######## capture_sequencer ########
Fig. 1: capture_sequencer, clock network drawn from the DEF
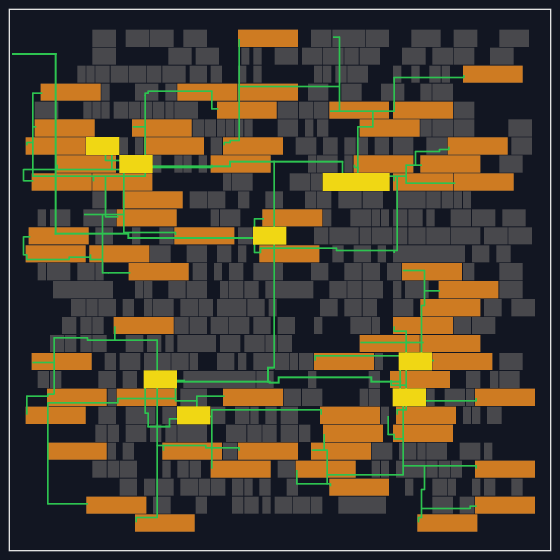

--- src/rtl/capture_sequencer_pkg.sv ---
// Shared types, widths and helpers for the camera capture sequencer.
package capture_sequencer_pkg;

    localparam int unsigned FRAME_W = 8;
    localparam int unsigned FIFO_W  = 9;
    localparam int unsigned WD_W    = 24;
    localparam int unsigned DRAIN_W = 8;

    typedef enum logic [2:0] {
        ST_IDLE  = 3'd0,
        ST_SYNC  = 3'd1,
        ST_RUN   = 3'd2,
        ST_DRAIN = 3'd3,
        ST_ABORT = 3'd4
    } state_t;

    typedef enum logic [1:0] {
        MODE_SINGLE  = 2'd0,
        MODE_NFRAMES = 2'd1,
        MODE_CONT    = 2'd2,
        MODE_RSVD    = 2'd3
    } mode_t;

    // Frame target latched at start: only N-frame mode uses nframes, and 0 means 1.
    function automatic logic [FRAME_W-1:0] frameTarget(input mode_t mode,
                                                       input logic [FRAME_W-1:0] nframes);
        frameTarget = FRAME_W'(1);
        if (mode == MODE_NFRAMES && nframes != '0) begin
            frameTarget = nframes;
        end
    endfunction

endpackage

--- src/rtl/capture_sequencer_vsync_sync_edge.sv ---
// Two-flop synchronizer with a registered rising-edge pulse; reusable for HREF.
module vsync_sync_edge (
    input  logic clk,
    input  logic rst_n,
    input  logic asyncIn,
    output logic edgePulse
);

    logic [2:0] syncQ;

    always_ff @(posedge clk or negedge rst_n) begin
        if (!rst_n) begin
            syncQ     <= '0;
            edgePulse <= 1'b0;
        end else begin
            syncQ     <= {syncQ[1:0], asyncIn};
            edgePulse <= syncQ[1] & ~syncQ[2];
        end
    end

endmodule

--- src/rtl/capture_sequencer.sv ---
// Frame-level capture controller: starts the packetizer on a VSYNC boundary,
// runs 1/N/unlimited frames and aborts on host stop, FIFO overflow or camera stall.
module capture_sequencer
    import capture_sequencer_pkg::*;
#(
    parameter logic [FIFO_W-1:0]  HIGH_WATER     = 9'd480,
    parameter logic [DRAIN_W-1:0] DRAIN_CYCLES   = 8'd64,
    parameter logic [WD_W-1:0]    TIMEOUT_CYCLES = 24'hFFFFFF
) (
    input  logic               clk,
    input  logic               rst_n,
    input  logic               cmd_start,
    input  logic               cmd_stop,
    input  logic [1:0]         cmd_mode,
    input  logic [FRAME_W-1:0] cmd_nframes,
    input  logic               camera_vsync,
    input  logic [FIFO_W-1:0]  fifo_used,
    output logic               pkt_go,
    output logic               pkt_stop,
    output logic               busy,
    output logic               done,
    output logic [FRAME_W-1:0] frame_count,
    output logic               overflow_err,
    output logic               timeout_err
);

    state_t               state, stateNext;
    mode_t                modeQ;
    logic [FRAME_W-1:0]   targetQ;
    logic [WD_W-1:0]      wdCnt;
    logic [DRAIN_W-1:0]   drainCnt;
    logic                 abortCnt;
    logic                 vsEdge;
    logic                 acceptStart, setOverflow, setTimeout;
    logic                 frameFirst, frameInc, doneNext;

    vsync_sync_edge u_vsync (
        .clk      (clk),
        .rst_n    (rst_n),
        .asyncIn  (camera_vsync),
        .edgePulse(vsEdge)
    );

    always_ff @(posedge clk or negedge rst_n) begin
        if (!rst_n) begin
            state <= ST_IDLE;
        end else begin
            state <= stateNext;
        end
    end

    // Next state plus one-cycle control strobes; abort causes are prioritised ahead of vsEdge.
    always_comb begin
        stateNext   = state;
        acceptStart = 1'b0;
        setOverflow = 1'b0;
        setTimeout  = 1'b0;
        frameFirst  = 1'b0;
        frameInc    = 1'b0;
        doneNext    = 1'b0;
        case (state)
            ST_IDLE: begin
                if (cmd_start && !cmd_stop) begin
                    stateNext   = ST_SYNC;
                    acceptStart = 1'b1;
                end
            end
            ST_SYNC: begin
                if (cmd_stop) begin
                    stateNext = ST_ABORT;
                end else if (wdCnt == TIMEOUT_CYCLES) begin
                    stateNext  = ST_ABORT;
                    setTimeout = 1'b1;
                end else if (vsEdge) begin
                    stateNext  = ST_RUN;
                    frameFirst = 1'b1;
                end
            end
            ST_RUN: begin
                if (cmd_stop) begin
                    stateNext = ST_ABORT;
                end else if (fifo_used >= HIGH_WATER) begin
                    stateNext   = ST_ABORT;
                    setOverflow = 1'b1;
                end else if (wdCnt == TIMEOUT_CYCLES) begin
                    stateNext  = ST_ABORT;
                    setTimeout = 1'b1;
                end else if (vsEdge) begin
                    if (modeQ != MODE_CONT && frame_count == targetQ) begin
                        stateNext = ST_DRAIN;
                    end else begin
                        frameInc = 1'b1;
                    end
                end
            end
            ST_DRAIN: begin
                if (cmd_stop) begin
                    stateNext = ST_ABORT;
                end else if (drainCnt == DRAIN_CYCLES - DRAIN_W'(1)) begin
                    stateNext = ST_IDLE;
                    doneNext  = 1'b1;
                end
            end
            ST_ABORT: begin
                if (abortCnt) begin
                    stateNext = ST_IDLE;
                end
            end
            default: stateNext = ST_IDLE;
        endcase
    end

    // Counters, latched command and registered outputs.
    always_ff @(posedge clk or negedge rst_n) begin
        if (!rst_n) begin
            modeQ        <= MODE_SINGLE;
            targetQ      <= '0;
            wdCnt        <= '0;
            drainCnt     <= '0;
            abortCnt     <= 1'b0;
            frame_count  <= '0;
            overflow_err <= 1'b0;
            timeout_err  <= 1'b0;
            pkt_go       <= 1'b0;
            pkt_stop     <= 1'b0;
            busy         <= 1'b0;
            done         <= 1'b0;
        end else begin
            if (acceptStart || vsEdge) begin
                wdCnt <= '0;
            end else if ((state == ST_SYNC || state == ST_RUN) && wdCnt != '1) begin
                wdCnt <= wdCnt + WD_W'(1);
            end

            drainCnt <= (state == ST_DRAIN) ? drainCnt + DRAIN_W'(1) : '0;
            abortCnt <= (state == ST_ABORT);

            if (acceptStart) begin
                modeQ        <= mode_t'(cmd_mode);
                targetQ      <= frameTarget(mode_t'(cmd_mode), cmd_nframes);
                frame_count  <= '0;
                overflow_err <= 1'b0;
                timeout_err  <= 1'b0;
            end
            if (frameFirst) begin
                frame_count <= FRAME_W'(1);
            end else if (frameInc && frame_count != '1) begin
                frame_count <= frame_count + FRAME_W'(1);
            end
            if (setOverflow) begin
                overflow_err <= 1'b1;
            end
            if (setTimeout) begin
                timeout_err <= 1'b1;
            end

            pkt_go   <= (stateNext == ST_RUN);
            pkt_stop <= (stateNext == ST_ABORT);
            busy     <= (stateNext != ST_IDLE);
            done     <= doneNext;
        end
    end

endmodule
--- config.mk ---
export PLATFORM = sky130hd
export DESIGN_NAME = capture_sequencer
export DESIGN_NICKNAME = d
export VERILOG_FILES = /design/src/rtl/capture_sequencer_pkg.sv /design/src/rtl/capture_sequencer_vsync_sync_edge.sv /design/src/rtl/capture_sequencer.sv
export SDC_FILE = /design/constraint.sdc
export NUM_CORES = 1
export LEC_CHECK = 0
export CAP_MARGIN = 25
export CORE_MARGIN = 2
export CORE_UTILIZATION = 55
export DETAILED_ROUTE_END_ITERATION = 12
export PLACE_DENSITY_LB_ADDON = 0.08
export SETUP_SLACK_MARGIN = 0.4
export SYNTH_ARGS = -nofsm -noshare
export SYNTH_HDL_FRONTEND = slang
export SYNTH_SLANG_ARGS = --single-unit
--- constraint.sdc ---
create_clock -name clk -period 2.66 [get_ports clk]
set_clock_uncertainty 0.15 [all_clocks]
set_input_delay 0.532 -clock clk [delete_from_list [all_inputs] [get_ports clk]]
set_output_delay 0.532 -clock clk [all_outputs]
set_load 0.03 [all_outputs]
######## mul_multicycle_param ########
--- src/rtl/mul_multicycle_pkg.sv ---
// Shared types and width helpers for the parametrised multicycle FP multiplier.
package mul_multicycle_pkg;

  typedef enum logic [1:0] {
    IDLE  = 2'd0,
    MULT  = 2'd1,
    ROUND = 2'd2,
    DONE  = 2'd3
  } mul_state_t;

  typedef enum logic {
    RND_RNE   = 1'b0,
    RND_TRUNC = 1'b1
  } rnd_mode_t;

  function automatic int calc_w(input int exp_w, input int mant_w);
    return 32'sd1 + exp_w + mant_w;
  endfunction

  function automatic int calc_m(input int mant_w);
    return mant_w + 32'sd1;
  endfunction

  function automatic int calc_n(input int mant_w, input int bpc);
    return (mant_w + 32'sd1) / bpc;
  endfunction

  function automatic int calc_cnt_w(input int n);
    return (n > 32'sd1) ? $clog2(n) : 32'sd1;
  endfunction

endpackage

--- src/rtl/mul_norm_round.sv ---
// Normalises the raw significand product, rounds it and resolves the special
// operand and exponent-range cases into a packed result plus status flags.
module mul_norm_round
  import mul_multicycle_pkg::*;
#(
  parameter int EXP_W  = 5,
  parameter int MANT_W = 7
) (
  input  logic [2*MANT_W+1:0]       prod,
  input  logic signed [EXP_W+1:0]   exp_in,
  input  logic                      sign,
  input  rnd_mode_t                 mode,
  input  logic                      op_zero,
  input  logic                      op_inf,
  output logic [EXP_W+MANT_W:0]     res,
  output logic                      ovf,
  output logic                      unf,
  output logic                      inexact
);
  localparam int M   = calc_m(MANT_W);
  localparam int EW2 = EXP_W + 2;
  localparam logic signed [EW2-1:0] EXP_MAX_S  = EW2'((32'sd2 ** EXP_W) - 32'sd1);
  localparam logic signed [EW2-1:0] EXP_ZERO_S = {EW2{1'b0}};
  localparam logic [MANT_W-1:0]     QNAN_FRAC  = MANT_W'(1'b1) << (MANT_W - 1);

  logic [2*M-1:0]          norm_s;
  logic signed [EW2-1:0]   exp_n_s;
  logic signed [EW2-1:0]   exp_f_s;
  logic [MANT_W-1:0]       frac_s;
  logic                    guard_s;
  logic                    sticky_s;
  logic                    inc_s;
  logic [MANT_W:0]         sum_s;

  // Normalise, round, then pick the result class
  always_comb begin
    norm_s   = prod[2*M-1] ? prod : {prod[2*M-2:0], 1'b0};
    exp_n_s  = exp_in + $signed({{(EW2-1){1'b0}}, prod[2*M-1]});
    frac_s   = norm_s[2*M-2:M];
    guard_s  = norm_s[M-1];
    sticky_s = |norm_s[M-2:0];
    inc_s    = (mode == RND_RNE) & guard_s & (sticky_s | frac_s[0]);
    // a carry leaves the fraction all-zero, so only the exponent moves
    sum_s    = {1'b0, frac_s} + {{MANT_W{1'b0}}, inc_s};
    exp_f_s  = exp_n_s + $signed({{(EW2-1){1'b0}}, sum_s[MANT_W]});
    res      = {(EXP_W+MANT_W+1){1'b0}};
    ovf      = 1'b0;
    unf      = 1'b0;
    inexact  = 1'b0;
    if (op_zero && op_inf) begin
      res = {1'b0, {EXP_W{1'b1}}, QNAN_FRAC};
    end else if (op_inf) begin
      res = {sign, {EXP_W{1'b1}}, {MANT_W{1'b0}}};
    end else if (op_zero) begin
      res = {sign, {(EXP_W+MANT_W){1'b0}}};
    end else if (exp_f_s >= EXP_MAX_S) begin
      res     = {sign, {EXP_W{1'b1}}, {MANT_W{1'b0}}};
      ovf     = 1'b1;
      inexact = 1'b1;
    end else if (exp_f_s <= EXP_ZERO_S) begin
      res     = {sign, {(EXP_W+MANT_W){1'b0}}};
      unf     = 1'b1;
      inexact = 1'b1;
    end else begin
      res     = {sign, exp_f_s[EXP_W-1:0], sum_s[MANT_W-1:0]};
      inexact = guard_s | sticky_s;
    end
  end

endmodule

--- src/rtl/mul_multicycle_param.sv ---
// Iterative shift-add floating-point multiplier with busy/done handshake,
// abort via stop, and selectable rounding mode.
module mul_multicycle_param
  import mul_multicycle_pkg::*;
#(
  parameter int EXP_W          = 5,
  parameter int MANT_W         = 7,
  parameter int BITS_PER_CYCLE = 1
) (
  input  logic                    clk,
  input  logic                    nRST,
  input  logic                    start,
  input  logic                    stop,
  input  logic                    rnd_mode,
  input  logic [EXP_W+MANT_W:0]   op1,
  input  logic [EXP_W+MANT_W:0]   op2,
  output logic [EXP_W+MANT_W:0]   out,
  output logic                    busy,
  output logic                    done,
  output logic                    overflow,
  output logic                    underflow,
  output logic                    round_loss
);
  localparam int W     = calc_w(EXP_W, MANT_W);
  localparam int M     = calc_m(MANT_W);
  localparam int N     = calc_n(MANT_W, BITS_PER_CYCLE);
  localparam int CNT_W = calc_cnt_w(N);
  localparam int EW2   = EXP_W + 2;
  localparam logic [CNT_W-1:0]      CNT_LAST = CNT_W'(N - 32'sd1);
  localparam logic signed [EW2-1:0] BIAS_S   = EW2'((32'sd2 ** (EXP_W - 32'sd1)) - 32'sd1);

  mul_state_t             state_r, state_nxt_s;
  logic                   busy_r, done_r, busy_nxt_s, done_nxt_s;
  logic [CNT_W-1:0]       cnt_r;
  logic [2*M-1:0]         mcand_r, acc_r, step_s;
  logic [M-1:0]           mplier_r;
  logic                   sign_r, zero_r, inf_r;
  logic signed [EW2-1:0]  exp_r;
  rnd_mode_t              mode_r;
  logic [EXP_W-1:0]       e1_s, e2_s;
  logic [W-1:0]           res_s, out_r;
  logic                   ovf_s, unf_s, inexact_s;
  logic                   ovf_r, unf_r, inexact_r;

  assign e1_s = op1[W-2:MANT_W];
  assign e2_s = op2[W-2:MANT_W];

  // State and handshake output registers
  always_ff @(posedge clk or negedge nRST) begin
    if (!nRST) begin
      state_r <= IDLE;
      busy_r  <= 1'b0;
      done_r  <= 1'b0;
    end else begin
      state_r <= state_nxt_s;
      busy_r  <= busy_nxt_s;
      done_r  <= done_nxt_s;
    end
  end

  // Next-state decode; stop aborts an operation in flight
  always_comb begin
    state_nxt_s = state_r;
    case (state_r)
      IDLE:    if (start) state_nxt_s = MULT; else state_nxt_s = IDLE;
      MULT: begin
        if (stop)                   state_nxt_s = IDLE;
        else if (cnt_r == CNT_LAST) state_nxt_s = ROUND;
        else                        state_nxt_s = MULT;
      end
      ROUND:   if (stop) state_nxt_s = IDLE; else state_nxt_s = DONE;
      DONE:    if (stop) state_nxt_s = IDLE; else state_nxt_s = DONE;
      default: state_nxt_s = IDLE;
    endcase
  end

  // Handshake outputs decoded from the upcoming state
  always_comb begin
    busy_nxt_s = 1'b0;
    done_nxt_s = 1'b0;
    case (state_nxt_s)
      MULT, ROUND: busy_nxt_s = 1'b1;
      DONE:        done_nxt_s = 1'b1;
      default: begin
        busy_nxt_s = 1'b0;
        done_nxt_s = 1'b0;
      end
    endcase
  end

  // One shift-add step over BITS_PER_CYCLE multiplier bits
  always_comb begin
    step_s = acc_r;
    for (int i = 0; i < BITS_PER_CYCLE; i++) begin
      step_s = step_s + ((mcand_r << i) & {(2*M){mplier_r[i]}});
    end
  end

  // Operand capture, iteration, and result registers
  always_ff @(posedge clk or negedge nRST) begin
    if (!nRST) begin
      cnt_r     <= {CNT_W{1'b0}};
      mcand_r   <= {(2*M){1'b0}};
      mplier_r  <= {M{1'b0}};
      acc_r     <= {(2*M){1'b0}};
      sign_r    <= 1'b0;
      zero_r    <= 1'b0;
      inf_r     <= 1'b0;
      exp_r     <= {EW2{1'b0}};
      mode_r    <= RND_RNE;
      out_r     <= {W{1'b0}};
      ovf_r     <= 1'b0;
      unf_r     <= 1'b0;
      inexact_r <= 1'b0;
    end else begin
      case (state_r)
        IDLE: begin
          if (start) begin
            cnt_r    <= {CNT_W{1'b0}};
            mcand_r  <= {{M{1'b0}}, 1'b1, op1[MANT_W-1:0]};
            mplier_r <= {1'b1, op2[MANT_W-1:0]};
            acc_r    <= {(2*M){1'b0}};
            sign_r   <= op1[W-1] ^ op2[W-1];
            zero_r   <= (e1_s == {EXP_W{1'b0}}) | (e2_s == {EXP_W{1'b0}});
            inf_r    <= (&e1_s) | (&e2_s);
            exp_r    <= $signed({2'b00, e1_s}) + $signed({2'b00, e2_s}) - BIAS_S;
            mode_r   <= rnd_mode_t'(rnd_mode);
          end
        end
        MULT: begin
          acc_r    <= step_s;
          mcand_r  <= mcand_r << BITS_PER_CYCLE;
          mplier_r <= mplier_r >> BITS_PER_CYCLE;
          cnt_r    <= cnt_r + CNT_W'(1'b1);
        end
        ROUND: begin
          if (!stop) begin
            out_r     <= res_s;
            ovf_r     <= ovf_s;
            unf_r     <= unf_s;
            inexact_r <= inexact_s;
          end
        end
        default: begin
        end
      endcase
    end
  end

  mul_norm_round #(
    .EXP_W  (EXP_W),
    .MANT_W (MANT_W)
  ) u_norm_round (
    .prod    (acc_r),
    .exp_in  (exp_r),
    .sign    (sign_r),
    .mode    (mode_r),
    .op_zero (zero_r),
    .op_inf  (inf_r),
    .res     (res_s),
    .ovf     (ovf_s),
    .unf     (unf_s),
    .inexact (inexact_s)
  );

  assign out        = out_r;
  assign busy       = busy_r;
  assign done       = done_r;
  assign overflow   = ovf_r;
  assign underflow  = unf_r;
  assign round_loss = inexact_r;

endmodule

--- config.mk ---
export PLATFORM = sky130hd
export DESIGN_NAME = mul_multicycle_param
export DESIGN_NICKNAME = d
export VERILOG_FILES = /design/src/rtl/mul_multicycle_pkg.sv /design/src/rtl/mul_norm_round.sv /design/src/rtl/mul_multicycle_param.sv
export SDC_FILE = /design/constraint.sdc
export NUM_CORES = 1
export LEC_CHECK = 0
export CAP_MARGIN = 20
export CORE_MARGIN = 2
export CORE_UTILIZATION = 55
export DETAILED_ROUTE_END_ITERATION = 6
export PLACE_DENSITY = 0.82
export RECOVER_POWER = 25
export SLEW_MARGIN = 30
export SYNTH_ARGS = -nofsm -noshare
export SYNTH_HDL_FRONTEND = slang
export SYNTH_HIERARCHICAL = 1
export SYNTH_SLANG_ARGS = --single-unit
--- constraint.sdc ---
create_clock -name clk -period 7.3 [get_ports clk]
set_input_delay 1.46 -clock clk [delete_from_list [all_inputs] [get_ports clk]]
set_output_delay 1.46 -clock clk [all_outputs]
set_load 0.03 [all_outputs]
######## fetch_prefetch_unit ########
===== src/rtl/core_pkg.sv =====
// Shared core types and constants for the fetch front end.
// Exports XLEN, RESET_PC_DEF, INSTR_NOP and the fetch_entry_t bundle.
package core_pkg;

  localparam int XLEN = 32;

  localparam logic [XLEN-1:0] RESET_PC_DEF = '0;
  localparam logic [XLEN-1:0] INSTR_NOP    = 32'h0000_0013;

  typedef struct packed {
    logic [XLEN-1:0] pc;
    logic [XLEN-1:0] instr;
  } fetch_entry_t;

endpackage


===== src/rtl/prefetch_fifo.sv =====
// Register-based prefetch FIFO holding {pc, instr} pairs.
// Ports: clk, rst (sync, active-low), push/push_data, pop, flush, head, empty, count.
module prefetch_fifo
  import core_pkg::*;
#(
  parameter  int DEPTH = 4,
  localparam int AW    = $clog2(DEPTH),
  localparam int CW    = AW + 1
) (
  input  logic         clk,
  input  logic         rst,
  input  logic         push,
  input  fetch_entry_t push_data,
  input  logic         pop,
  input  logic         flush,
  output fetch_entry_t head,
  output logic         empty,
  output logic [CW-1:0] count
);

  fetch_entry_t mem [DEPTH];
  logic [AW-1:0] wr_ptr;
  logic [AW-1:0] rd_ptr;
  logic          full;
  logic          do_pop;
  logic          do_push;

  assign empty   = (count == '0);
  assign full    = (count == CW'(DEPTH));
  assign do_pop  = pop && !empty;
  // A push into a full FIFO is only legal alongside a pop.
  assign do_push = push && (!full || do_pop);
  assign head    = mem[rd_ptr];

  always_ff @(posedge clk) begin
    if (!rst) begin
      wr_ptr <= '0;
      rd_ptr <= '0;
      count  <= '0;
      for (int i = 0; i < DEPTH; i++) begin
        mem[i] <= '0;
      end
    end else if (flush) begin
      wr_ptr <= '0;
      rd_ptr <= '0;
      count  <= '0;
    end else begin
      if (do_push) begin
        mem[wr_ptr] <= push_data;
        wr_ptr      <= wr_ptr + AW'(1);
      end
      if (do_pop) begin
        rd_ptr <= rd_ptr + AW'(1);
      end
      count <= count + CW'(do_push) - CW'(do_pop);
    end
  end

endmodule


===== src/rtl/fetch_prefetch_unit.sv =====
// Fetch front end: PC sequencer, credit-limited requests, prefetch FIFO, redirect/drop.
// Ports: clk, rst, req_*, rsp_*, redirect_*, out_* (valid/ready to decode).
module fetch_prefetch_unit
  import core_pkg::*;
#(
  parameter int              XLEN     = core_pkg::XLEN,
  parameter logic [XLEN-1:0] RESET_PC = RESET_PC_DEF,
  parameter int              DEPTH    = 4
) (
  input  logic            clk,
  input  logic            rst,
  output logic            req_valid,
  input  logic            req_ready,
  output logic [XLEN-1:0] req_addr,
  input  logic            rsp_valid,
  input  logic [XLEN-1:0] rsp_data,
  input  logic            redirect_valid,
  input  logic [XLEN-1:0] redirect_pc,
  output logic            out_valid,
  input  logic            out_ready,
  output logic [XLEN-1:0] out_instr,
  output logic [XLEN-1:0] out_pc
);

  localparam int CW = $clog2(DEPTH) + 1;

  localparam logic [XLEN-1:0] ALIGN = ~(XLEN'(3));

  logic [XLEN-1:0] fetch_pc;
  logic [XLEN-1:0] rsp_pc;
  logic [CW-1:0]   outstanding;
  logic [CW-1:0]   drop;
  logic [CW-1:0]   fifo_count;
  logic [CW:0]     used;
  logic            fifo_empty;
  logic            req_fire;
  logic            keep;
  logic [XLEN-1:0] tgt;
  fetch_entry_t    push_data;
  fetch_entry_t    head;

  // Credits cover both buffered and in-flight words.
  assign used      = {1'b0, fifo_count} + {1'b0, outstanding};
  assign req_valid = rst && !redirect_valid
                  && (used < (CW+1)'(DEPTH));
  assign req_fire  = req_valid && req_ready;
  assign req_addr  = fetch_pc;
  assign keep      = rsp_valid && (drop == '0);
  assign tgt       = redirect_pc & ALIGN;

  assign push_data.pc    = rsp_pc;
  assign push_data.instr = rsp_data;

  prefetch_fifo #(
    .DEPTH (DEPTH)
  ) u_fifo (
    .clk       (clk),
    .rst       (rst),
    .push      (keep),
    .push_data (push_data),
    .pop       (out_ready),
    .flush     (redirect_valid),
    .head      (head),
    .empty     (fifo_empty),
    .count     (fifo_count)
  );

  assign out_valid = !fifo_empty;
  assign out_pc    = head.pc;
  assign out_instr = head.instr;

  always_ff @(posedge clk) begin
    if (!rst) begin
      fetch_pc    <= RESET_PC & ALIGN;
      rsp_pc      <= RESET_PC & ALIGN;
      outstanding <= '0;
      drop        <= '0;
    end else if (redirect_valid) begin
      fetch_pc    <= tgt;
      rsp_pc      <= tgt;
      // Everything still in flight belongs to the old stream.
      outstanding <= outstanding - CW'(rsp_valid);
      drop        <= outstanding - CW'(rsp_valid);
    end else begin
      if (req_fire) begin
        fetch_pc <= fetch_pc + XLEN'(4);
      end
      if (rsp_valid) begin
        if (drop != '0) begin
          drop <= drop - CW'(1);
        end else begin
          rsp_pc <= rsp_pc + XLEN'(4);
        end
      end
      outstanding <= outstanding
                   + CW'(req_fire)
                   - CW'(rsp_valid);
    end
  end

  a_no_rsp_underflow: assert property (
    @(posedge clk) disable iff (!rst)
    rsp_valid |-> (outstanding != '0));

  a_drop_bound: assert property (
    @(posedge clk) disable iff (!rst)
    drop <= outstanding);

endmodule

===== config.mk =====
export PLATFORM = sky130hd
export DESIGN_NAME = fetch_prefetch_unit
export DESIGN_NICKNAME = d
export VERILOG_FILES = /design/src/rtl/core_pkg.sv /design/src/rtl/prefetch_fifo.sv /design/src/rtl/fetch_prefetch_unit.sv
export SDC_FILE = /design/constraint.sdc
export NUM_CORES = 1
export LEC_CHECK = 0
export CORE_MARGIN = 5
export CORE_UTILIZATION = 45
export DETAILED_ROUTE_END_ITERATION = 7
export PLACE_DENSITY = 0.69
export SYNTH_ARGS = -nofsm -noshare
export SYNTH_HDL_FRONTEND = slang
export SYNTH_SLANG_ARGS = --single-unit

===== constraint.sdc =====
create_clock -name clk -period 7.09 [get_ports clk]
set_input_delay 1.0635 -clock clk [delete_from_list [all_inputs] [get_ports clk]]
set_output_delay 1.0635 -clock clk [all_outputs]
set_load 0.02 [all_outputs]

######## ps2_line_builder ########
<file path="config.mk">
export PLATFORM = sky130hd
export DESIGN_NAME = ps2_line_builder
export DESIGN_NICKNAME = d
export VERILOG_FILES = /design/src/rtl/ps2_line_builder.sv
export SDC_FILE = /design/constraint.sdc
export NUM_CORES = 1
export LEC_CHECK = 0
export CELL_PAD_IN_SITES_DETAIL_PLACEMENT = 1
export CELL_PAD_IN_SITES_GLOBAL_PLACEMENT = 2
export CORE_UTILIZATION = 34
export DETAILED_ROUTE_END_ITERATION = 10
export MAX_ROUTING_LAYER = met4
export PLACE_DENSITY_LB_ADDON = 0.1
export SYNTH_ARGS = -nofsm -noshare
export SYNTH_HDL_FRONTEND = slang
export SYNTH_SLANG_ARGS = --single-unit
</file>
<file path="constraint.sdc">
create_clock -name clock -period 24.1 [get_ports clock]
set_input_delay 3.615 -clock clock [delete_from_list [all_inputs] [get_ports clock]]
set_output_delay 3.615 -clock clock [all_outputs]
set_load 0.02 [all_outputs]
</file>
<file path="src/rtl/ps2_line_builder.sv">
// PS/2 set-2 scan-code decoder that builds a 32-character ASCII command line with backspace and Enter commit.
// Optional shift handling (lowercase letters unless shift held) is enabled with the PS2_SHIFT_EN macro.
module ps2_line_builder (
  input  logic         clock,
  input  logic         reset,
  input  logic         ps2_key_pressed,
  input  logic [7:0]   ps2_key_data,
  output logic [255:0] ps2_line_content,
  output logic         ps2_line_ready,
  output logic [5:0]   ps2_line_length
);

  localparam int MAX_CHARS = 32;

  typedef enum logic [2:0] {
    S_IDLE,
    S_BREAK,
    S_EXT,
    S_EXT_BREAK,
    S_COMMIT,
    S_CLEAR
  } state_t;

  state_t      r_state;
  logic [7:0]  r_chars [0:MAX_CHARS-1];
  logic [5:0]  r_length;
  logic        r_ready;

  logic [7:0]  w_ascii;
  logic        w_mapped;
  logic        w_isLetter;
  logic [7:0]  w_char;
  logic [4:0]  w_wrIdx;
  logic [4:0]  w_bsIdx;
  logic        w_full;

`ifdef PS2_SHIFT_EN
  logic        r_shift;
  logic        w_isShiftKey;

  assign w_isShiftKey = (ps2_key_data == 8'h12) || (ps2_key_data == 8'h59);
  assign w_char       = (w_isLetter && !r_shift) ? (w_ascii | 8'h20) : w_ascii;
`else
  assign w_char       = w_ascii;
`endif

  assign w_wrIdx = r_length[4:0];
  assign w_bsIdx = r_length[4:0] - 5'd1;
  assign w_full  = (r_length == 6'd32);

  // Scan code to uppercase ASCII; letters are flagged so shift can fold them to lowercase.
  always_comb begin
    w_ascii    = 8'h00;
    w_mapped   = 1'b1;
    w_isLetter = 1'b1;
    case (ps2_key_data)
      8'h1C: w_ascii = 8'h41;
      8'h32: w_ascii = 8'h42;
      8'h21: w_ascii = 8'h43;
      8'h23: w_ascii = 8'h44;
      8'h24: w_ascii = 8'h45;
      8'h2B: w_ascii = 8'h46;
      8'h34: w_ascii = 8'h47;
      8'h33: w_ascii = 8'h48;
      8'h43: w_ascii = 8'h49;
      8'h3B: w_ascii = 8'h4A;
      8'h42: w_ascii = 8'h4B;
      8'h4B: w_ascii = 8'h4C;
      8'h3A: w_ascii = 8'h4D;
      8'h31: w_ascii = 8'h4E;
      8'h44: w_ascii = 8'h4F;
      8'h4D: w_ascii = 8'h50;
      8'h15: w_ascii = 8'h51;
      8'h2D: w_ascii = 8'h52;
      8'h1B: w_ascii = 8'h53;
      8'h2C: w_ascii = 8'h54;
      8'h3C: w_ascii = 8'h55;
      8'h2A: w_ascii = 8'h56;
      8'h1D: w_ascii = 8'h57;
      8'h22: w_ascii = 8'h58;
      8'h35: w_ascii = 8'h59;
      8'h1A: w_ascii = 8'h5A;
      8'h45: begin w_ascii = 8'h30; w_isLetter = 1'b0; end
      8'h16: begin w_ascii = 8'h31; w_isLetter = 1'b0; end
      8'h1E: begin w_ascii = 8'h32; w_isLetter = 1'b0; end
      8'h26: begin w_ascii = 8'h33; w_isLetter = 1'b0; end
      8'h25: begin w_ascii = 8'h34; w_isLetter = 1'b0; end
      8'h2E: begin w_ascii = 8'h35; w_isLetter = 1'b0; end
      8'h36: begin w_ascii = 8'h36; w_isLetter = 1'b0; end
      8'h3D: begin w_ascii = 8'h37; w_isLetter = 1'b0; end
      8'h3E: begin w_ascii = 8'h38; w_isLetter = 1'b0; end
      8'h46: begin w_ascii = 8'h39; w_isLetter = 1'b0; end
      8'h29: begin w_ascii = 8'h20; w_isLetter = 1'b0; end
      default: begin
        w_mapped   = 1'b0;
        w_isLetter = 1'b0;
      end
    endcase
  end

  // COMMIT holds the line for the ready cycle and zeroes it on the way out, so it is clear from N+2.
  always_ff @(posedge clock or posedge reset) begin
    if (reset) begin
      r_state  <= S_IDLE;
      r_length <= 6'd0;
      r_ready  <= 1'b0;
`ifdef PS2_SHIFT_EN
      r_shift  <= 1'b0;
`endif
      for (int i = 0; i < MAX_CHARS; i++) r_chars[i] <= 8'h00;
    end else begin
      r_ready <= 1'b0;
      case (r_state)
        S_IDLE: begin
          if (ps2_key_pressed) begin
            case (ps2_key_data)
              8'hF0: r_state <= S_BREAK;
              8'hE0: r_state <= S_EXT;
              8'h5A: begin
                r_state <= S_COMMIT;
                r_ready <= 1'b1;
              end
              8'h66: begin
                if (r_length != 6'd0) begin
                  r_chars[w_bsIdx] <= 8'h00;
                  r_length         <= r_length - 6'd1;
                end
              end
              default: begin
`ifdef PS2_SHIFT_EN
                if (w_isShiftKey) r_shift <= 1'b1;
                else
`endif
                if (w_mapped && !w_full) begin
                  r_chars[w_wrIdx] <= w_char;
                  r_length         <= r_length + 6'd1;
                end
              end
            endcase
          end
        end
        S_BREAK: begin
          if (ps2_key_pressed) begin
`ifdef PS2_SHIFT_EN
            if (w_isShiftKey) r_shift <= 1'b0;
`endif
            r_state <= S_IDLE;
          end
        end
        S_EXT: begin
          if (ps2_key_pressed)
            r_state <= (ps2_key_data == 8'hF0) ? S_EXT_BREAK : S_IDLE;
        end
        S_EXT_BREAK: begin
          if (ps2_key_pressed) r_state <= S_IDLE;
        end
        S_COMMIT: begin
          for (int i = 0; i < MAX_CHARS; i++) r_chars[i] <= 8'h00;
          r_length <= 6'd0;
          r_state  <= S_CLEAR;
        end
        S_CLEAR: begin
          for (int i = 0; i < MAX_CHARS; i++) r_chars[i] <= 8'h00;
          r_length <= 6'd0;
          r_state  <= S_IDLE;
        end
        default: r_state <= S_IDLE;
      endcase
    end
  end

  genvar g;
  generate
    for (g = 0; g < MAX_CHARS; g++) begin : g_pack
      assign ps2_line_content[255-8*g -: 8] = r_chars[g];
    end
  endgenerate

  assign ps2_line_ready  = r_ready;
  assign ps2_line_length = r_length;

endmodule

</file>
Fig. 2: mul_multicycle_param, placement view
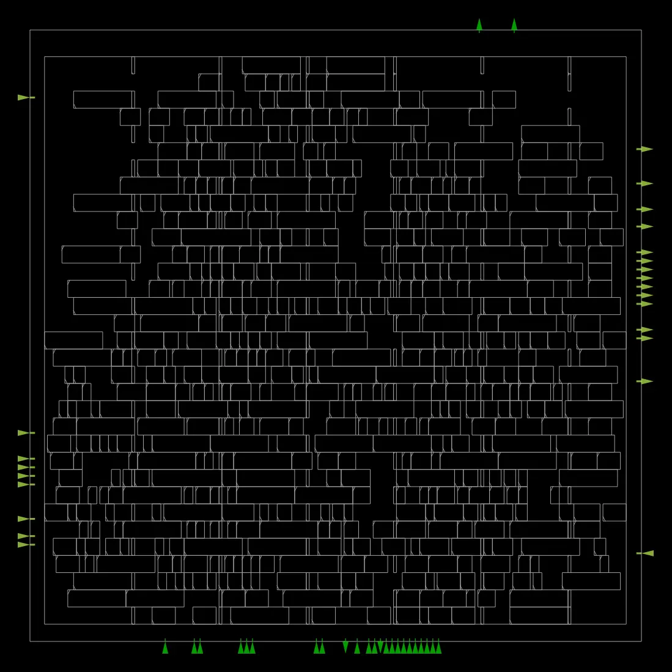
Final Util: 66.6%
n_taps: 105
fillers: 658
Seq/total area: 33.7%
Flop Count: 74

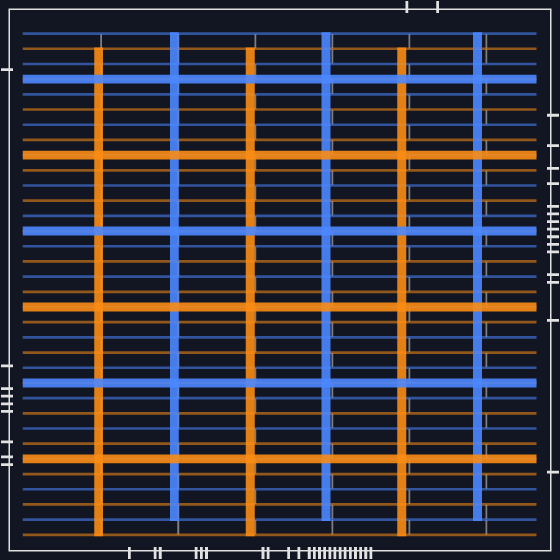
Fig. 3. PDN straps and rails (mul_multicycle_param).
Pins as bars on the die edge. Tap cells in grey.
legend:
  VDD:
    colour: blue
  VSS:
    colour: orange
met4 straps: 6
rows: 33
signal pins: 49
tap cells: 105

==> impl_metrics.py, mul_multicycle_param <==
# Physical implementation metrics
metrics = {
    "global_route": {
        "use_met1_pct": 29.1,
    },
    "yosys": {
        "ff_type": "dfrtp_1",
        "top_cells_by_count": "dfrtp_1 (74), nand2_1 (68), nor2_1 (30)",
        "fp_nets": 578,
    },
    "run_status": {
        "status": "finished, violations left",
        "violations": "max-capacitance violations, max-slew violations",
    },
    "flow_run": {
        "maxCapViolCount": 1,
    },
    "finish": {
        "comb_cells": 392,
        "final_cell_area_um2": 5500,
        "mostFrequentLayoutCells": "dfrtp_1 (74), nand2_1 (68), clkdlybuf4s50_1 (47)",
    },
    "placement": {
        "hpwl_um": 7560,
        "port_buffers": 48,
    },
    "timing": {
        "min_period_ns": 4.74,
        "slew_viol_final": 75,
        "fmax_mhz": 211,
    },
    "pwr": {
        "power.internal_mw": 1.22,
    },
    "cts": {
        "ctsHoldBuffers": 0,
    },
    "routing": {
        "first_pass_iters": 4,
    },
}
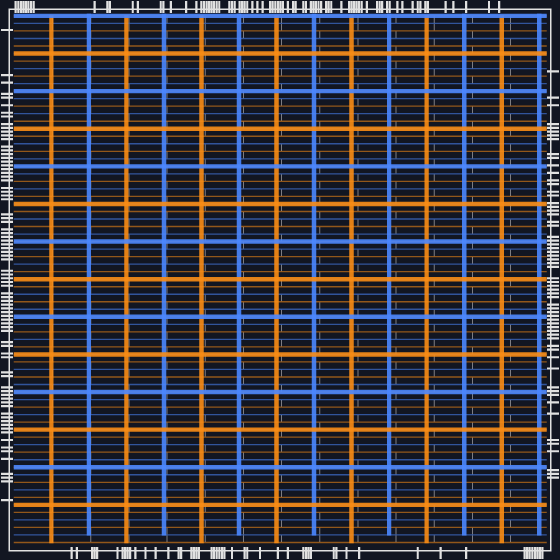
Fig. 4. PDN straps and rails (ps2_line_builder).
Pins as bars on the die edge. Tap cells in grey.
legend:
  VSS:
    colour: orange
  VDD:
    colour: blue
met1 rails: 71
rows: 70
signal pins: 274
met4 straps: 14

==> impl_metrics.py, ps2_line_builder <==
# Physical implementation metrics
metrics = {
    "finish": {
        "register_area_um2": 6660,
        "n_fill_cell": 4046,
        "buffers": 301,
        "inv_count": 22,
        "final_util_pct": 45.8,
    },
    "yosys": {
        "syn_area_um2": 12700,
        "synthCells": 1257,
        "ys_top_logic_family": "AND-OR/OR-AND gates",
    },
    "pwr": {
        "power_frac_clock_pct": 37.5,
        "p_leak_nw": 6.80,
        "p_comb_share_pct": 23.6,
        "pg_clk_mw": 0.490,
    },
    "cts": {
        "cts_resized": 0,
        "numClockSinks": 266,
        "h-tree-depth": 1,
    },
    "global_route": {
        "met2_usage_pct": 43.6,
        "use_met1_pct": 39.7,
        "grt_max_degree": 110,
    },
    "min_path": {
        "min_path_cells": 1,
    },
    "run_status": {
        "status": "finished, final reports clean",
    },
    "timing": {
        "hold_viol_final": 0,
        "relSlewSlack_pct": 3.91,
    },
    "routing": {
        "dr_wl_met2_um": 24200,
    },
}
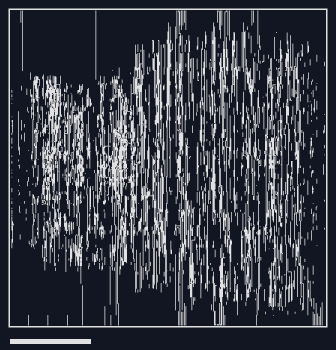
Fig. 5. Met2 routing (fetch_prefetch_unit).
Scale bar: 50 um.
share of all routed wire: 48%
main direction: vertical
nets with wire on the layer: 1136
longest straight run: 70.0 um
wire length on this layer: 16800 um

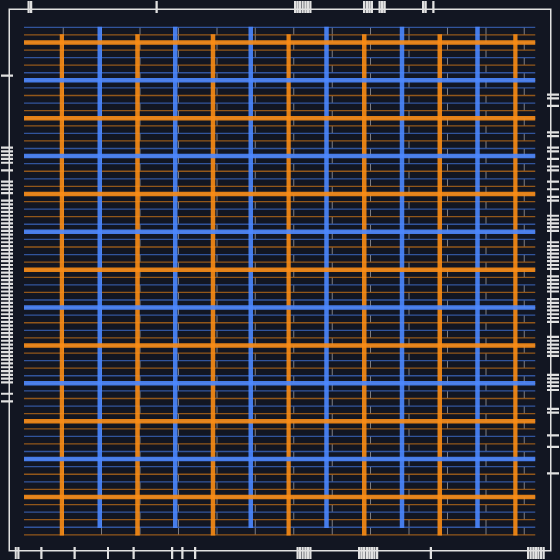
Fig. 6. PDN straps and rails (fetch_prefetch_unit).
Pins as bars on the die edge. Tap cells in grey.
legend:
  VDD:
    colour: blue
  VSS:
    colour: orange
tap cells: 448
met4 straps: 13

==> impl_metrics.py, fetch_prefetch_unit <==
# Physical implementation metrics
metrics = {
    "run_status": {
        "status": "finished, final reports clean",
    },
    "setup_path": {
        "crit_path_start_kind": "flop",
        "critPathMaxStageDelay_ns": 0.82,
    },
    "yosys": {
        "ff_type": "edfxtp_1",
        "yosysChipArea_um2": 15200,
        "ys_seq_share_pct": 58.8,
        "synthCells": 1160,
        "aoi_share_pct": 6.20,
        "ys.warnings.count": 0,
    },
    "pwr": {
        "p_per_area_nw_per_um2": 240,
        "pwr-share-seq_pct": 50.9,
    },
    "die": {
        "chipArea_um2": 37600,
        "die_y_um": 194,
    },
    "min_path": {
        "whs_endpoint": "u_fifo.rd_ptr[1]$_SDFFE_PP0P_",
    },
    "routing": {
        "drt_iter0_drc": 705,
        "dr_wl_met2_um": 16800,
        "final_antenna_net_count": 0,
    },
    "global_route": {
        "grt_pass1_wl_um": 55800,
        "use_met1_pct": 25.6,
    },
    "flow_run": {
        "maxCapViolCount": 0,
    },
    "finish": {
        "seq_cells": 323,
    },
}
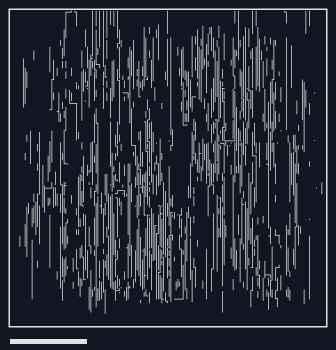
Fig. 7. Met2 routing (capture_sequencer).
Scale bar: 20 um.
main direction: vertical
longest straight run: 32.6 um
wire length on this layer: 3690 um
share of all routed wire: 48%

About Fig. 1:
legend:
  clock wires:
    colour: green
    length: 840 um
  cells driving clock nets:
    colour: yellow
    count: 9
  flip-flops:
    colour: orange
    count: 64
routed clock nets: 10
flops lie: spread over the die

==> impl_metrics.py, capture_sequencer <==
# Physical implementation metrics
metrics = {
    "run_status": {
        "status": "finished, violations left",
        "violations": "negative hold slack",
    },
    "routing": {
        "drt_iter0_drc": 140,
        "highest_layer": "met4",
    },
    "finish": {
        "largestClassByArea": "multi-input combinational cells",
        "antennaDiodeCount": 0,
        "final_cell_area_um2": 4110,
        "nonClkBufAreaFrac_pct": 12.0,
    },
    "setup_path": {
        "rr_worst_depth": 6,
        "critPathKind": "flop to flop",
        "critical_path_peak_fanout": 6,
    },
    "flow_run": {
        "maxCapViolCount": 0,
    },
    "yosys": {
        "syn_avg_cell_area_um2": 9.51,
        "aoi_share_pct": 10.3,
        "top_cells_by_count": "dfrtp_1 (64), nand2_1 (46), nor2_1 (28)",
        "yosysUniqueCellTypes": 46,
    },
    "timing": {
        "fin_hold_ws_ns": -0.00206,
        "hold_viol_final": 2,
    },
    "cts": {
        "h-tree-depth": 3,
    },
    "global_route": {
        "antenna_found_initial": 0,
    },
    "placement": {
        "dpl_cell_area_um2": 3790,
    },
    "pwr": {
        "pwr-share-seq_pct": 42.3,
    },
}

==> screenshots <==
Clock network drawn from the DEF.
Plate I
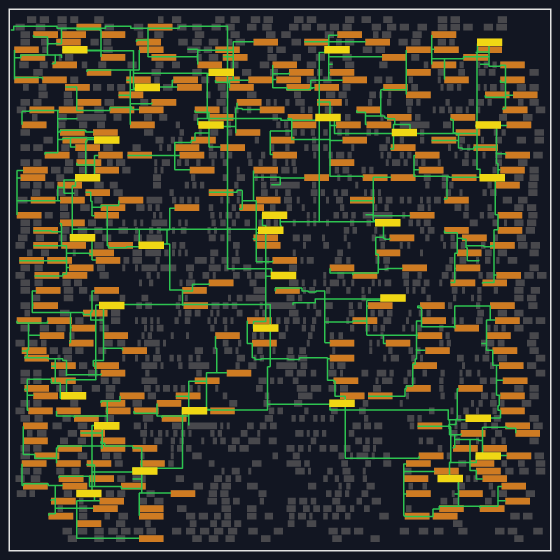
Plate II
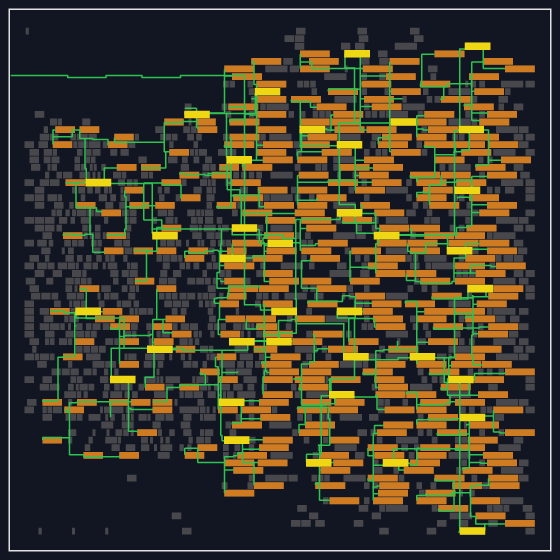
Plate III
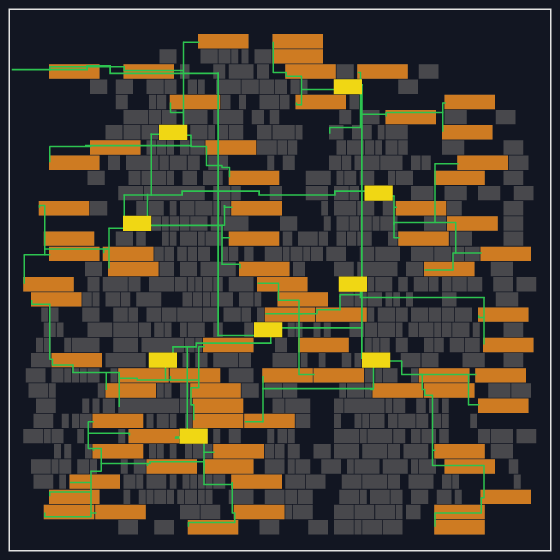
Plate II is fetch_prefetch_unit.
Plate III is mul_multicycle_param.
Plate I is ps2_line_builder.
- fewest sequential cells: Plate III



==> layout pictures side by side <==
Placement view.
picture 1
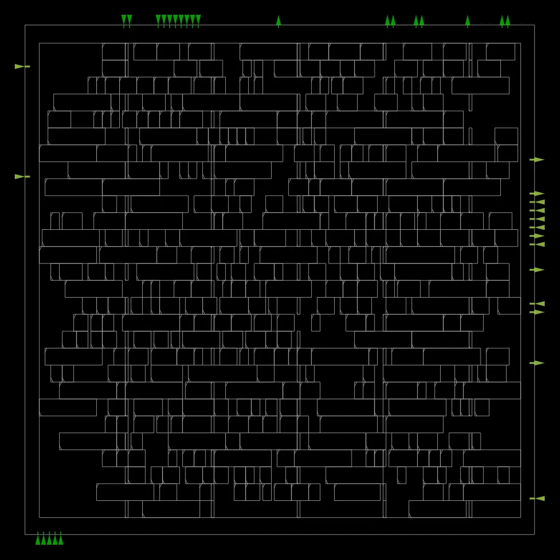
picture 2
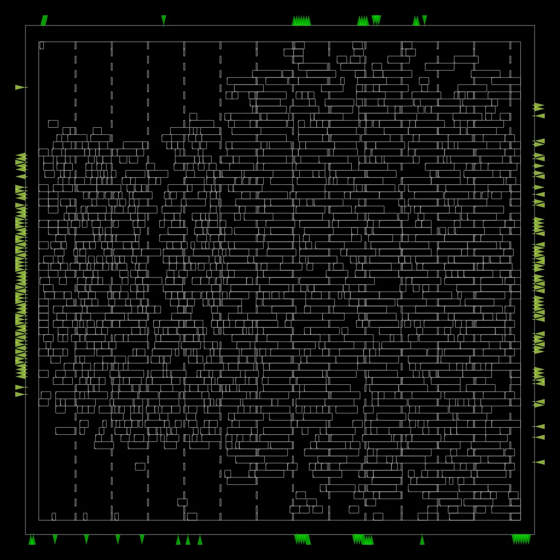
picture 3
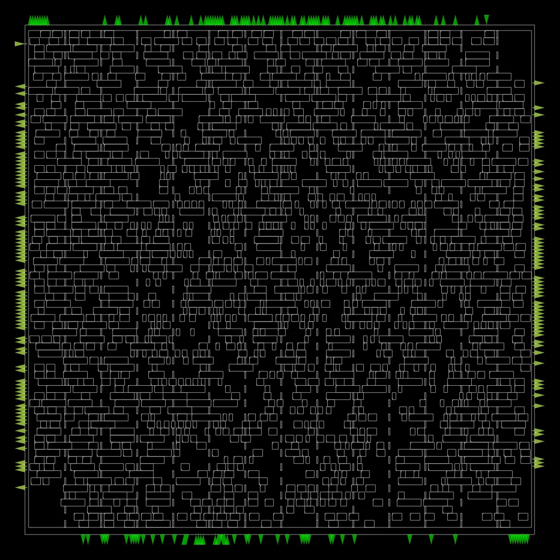
| from | picture |
|---|---|
| ps2_line_builder | picture 3 |
| capture_sequencer | picture 1 |
| fetch_prefetch_unit | picture 2 |
The one with the fewest sequential cells is picture 1.


==> layout pictures side by side <==
Placed cells, one colour a class.
panel A
Scale bar: 20 um. Fill, decap, tap and diode cells in grey.
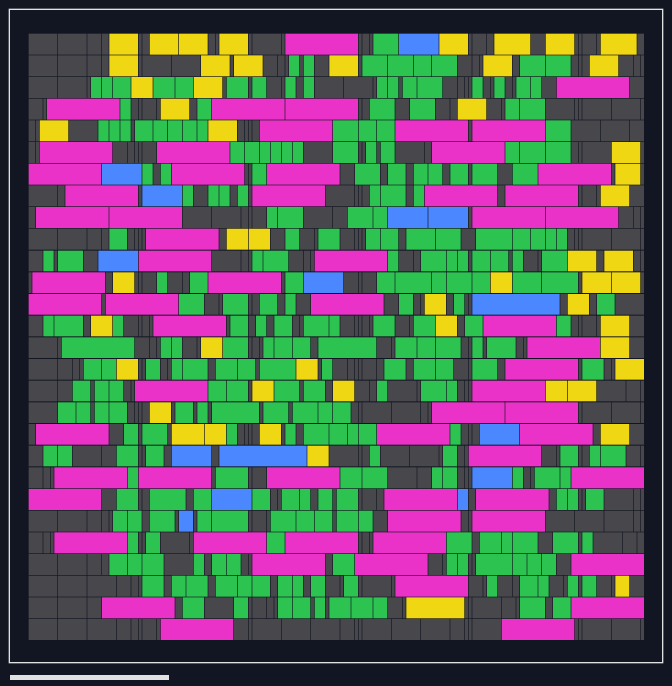
panel B
Scale bar: 50 um. Fill, decap, tap and diode cells in grey.
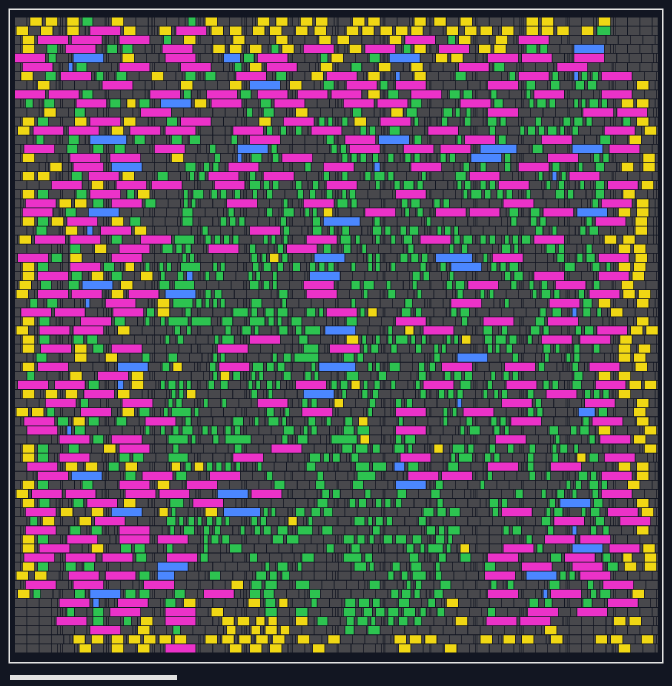
panel C
Scale bar: 20 um. Fill, decap, tap and diode cells in grey.
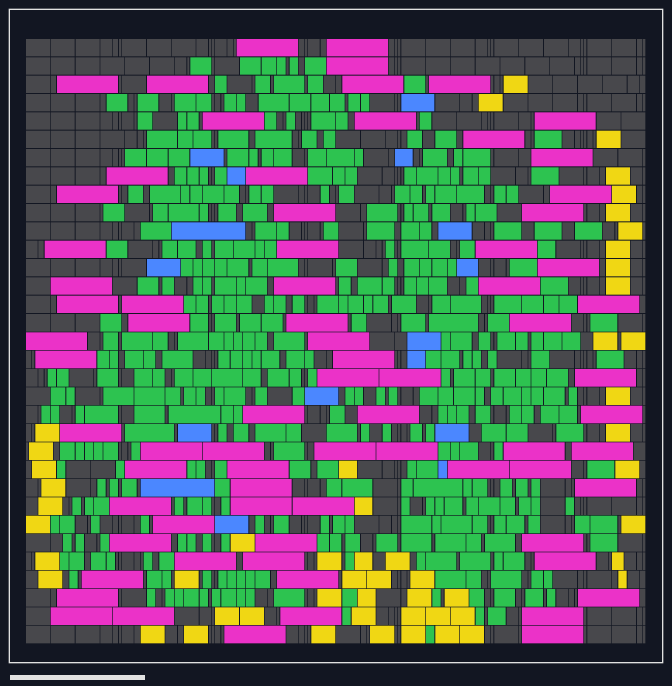
panel D
Scale bar: 50 um. Fill, decap, tap and diode cells in grey.
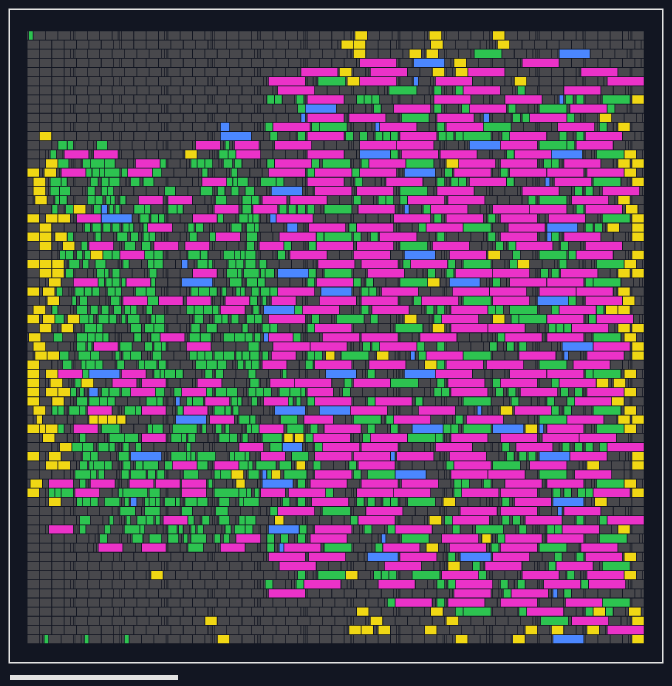
Of these, most sequential cells: panel D
Of these, lowest utilization: panel B
- fetch_prefetch_unit = panel D
- ps2_line_builder = panel B
- mul_multicycle_param = panel C
- capture_sequencer = panel A

Key to panel D:
legend:
  clock drivers and dummy loads:
    colour: blue
    cells: 64
    share_of_their_area: 5.9%
  all other logic:
    colour: green
    cells: 745
    share_of_their_area: 34%
  flip-flops:
    colour: magenta
    cells: 323
    share_of_their_area: 51%
  other buffers and delay cells:
    colour: yellow
    cells: 173
    share_of_their_area: 9.6%

Power and IR drop assume default switching activity.
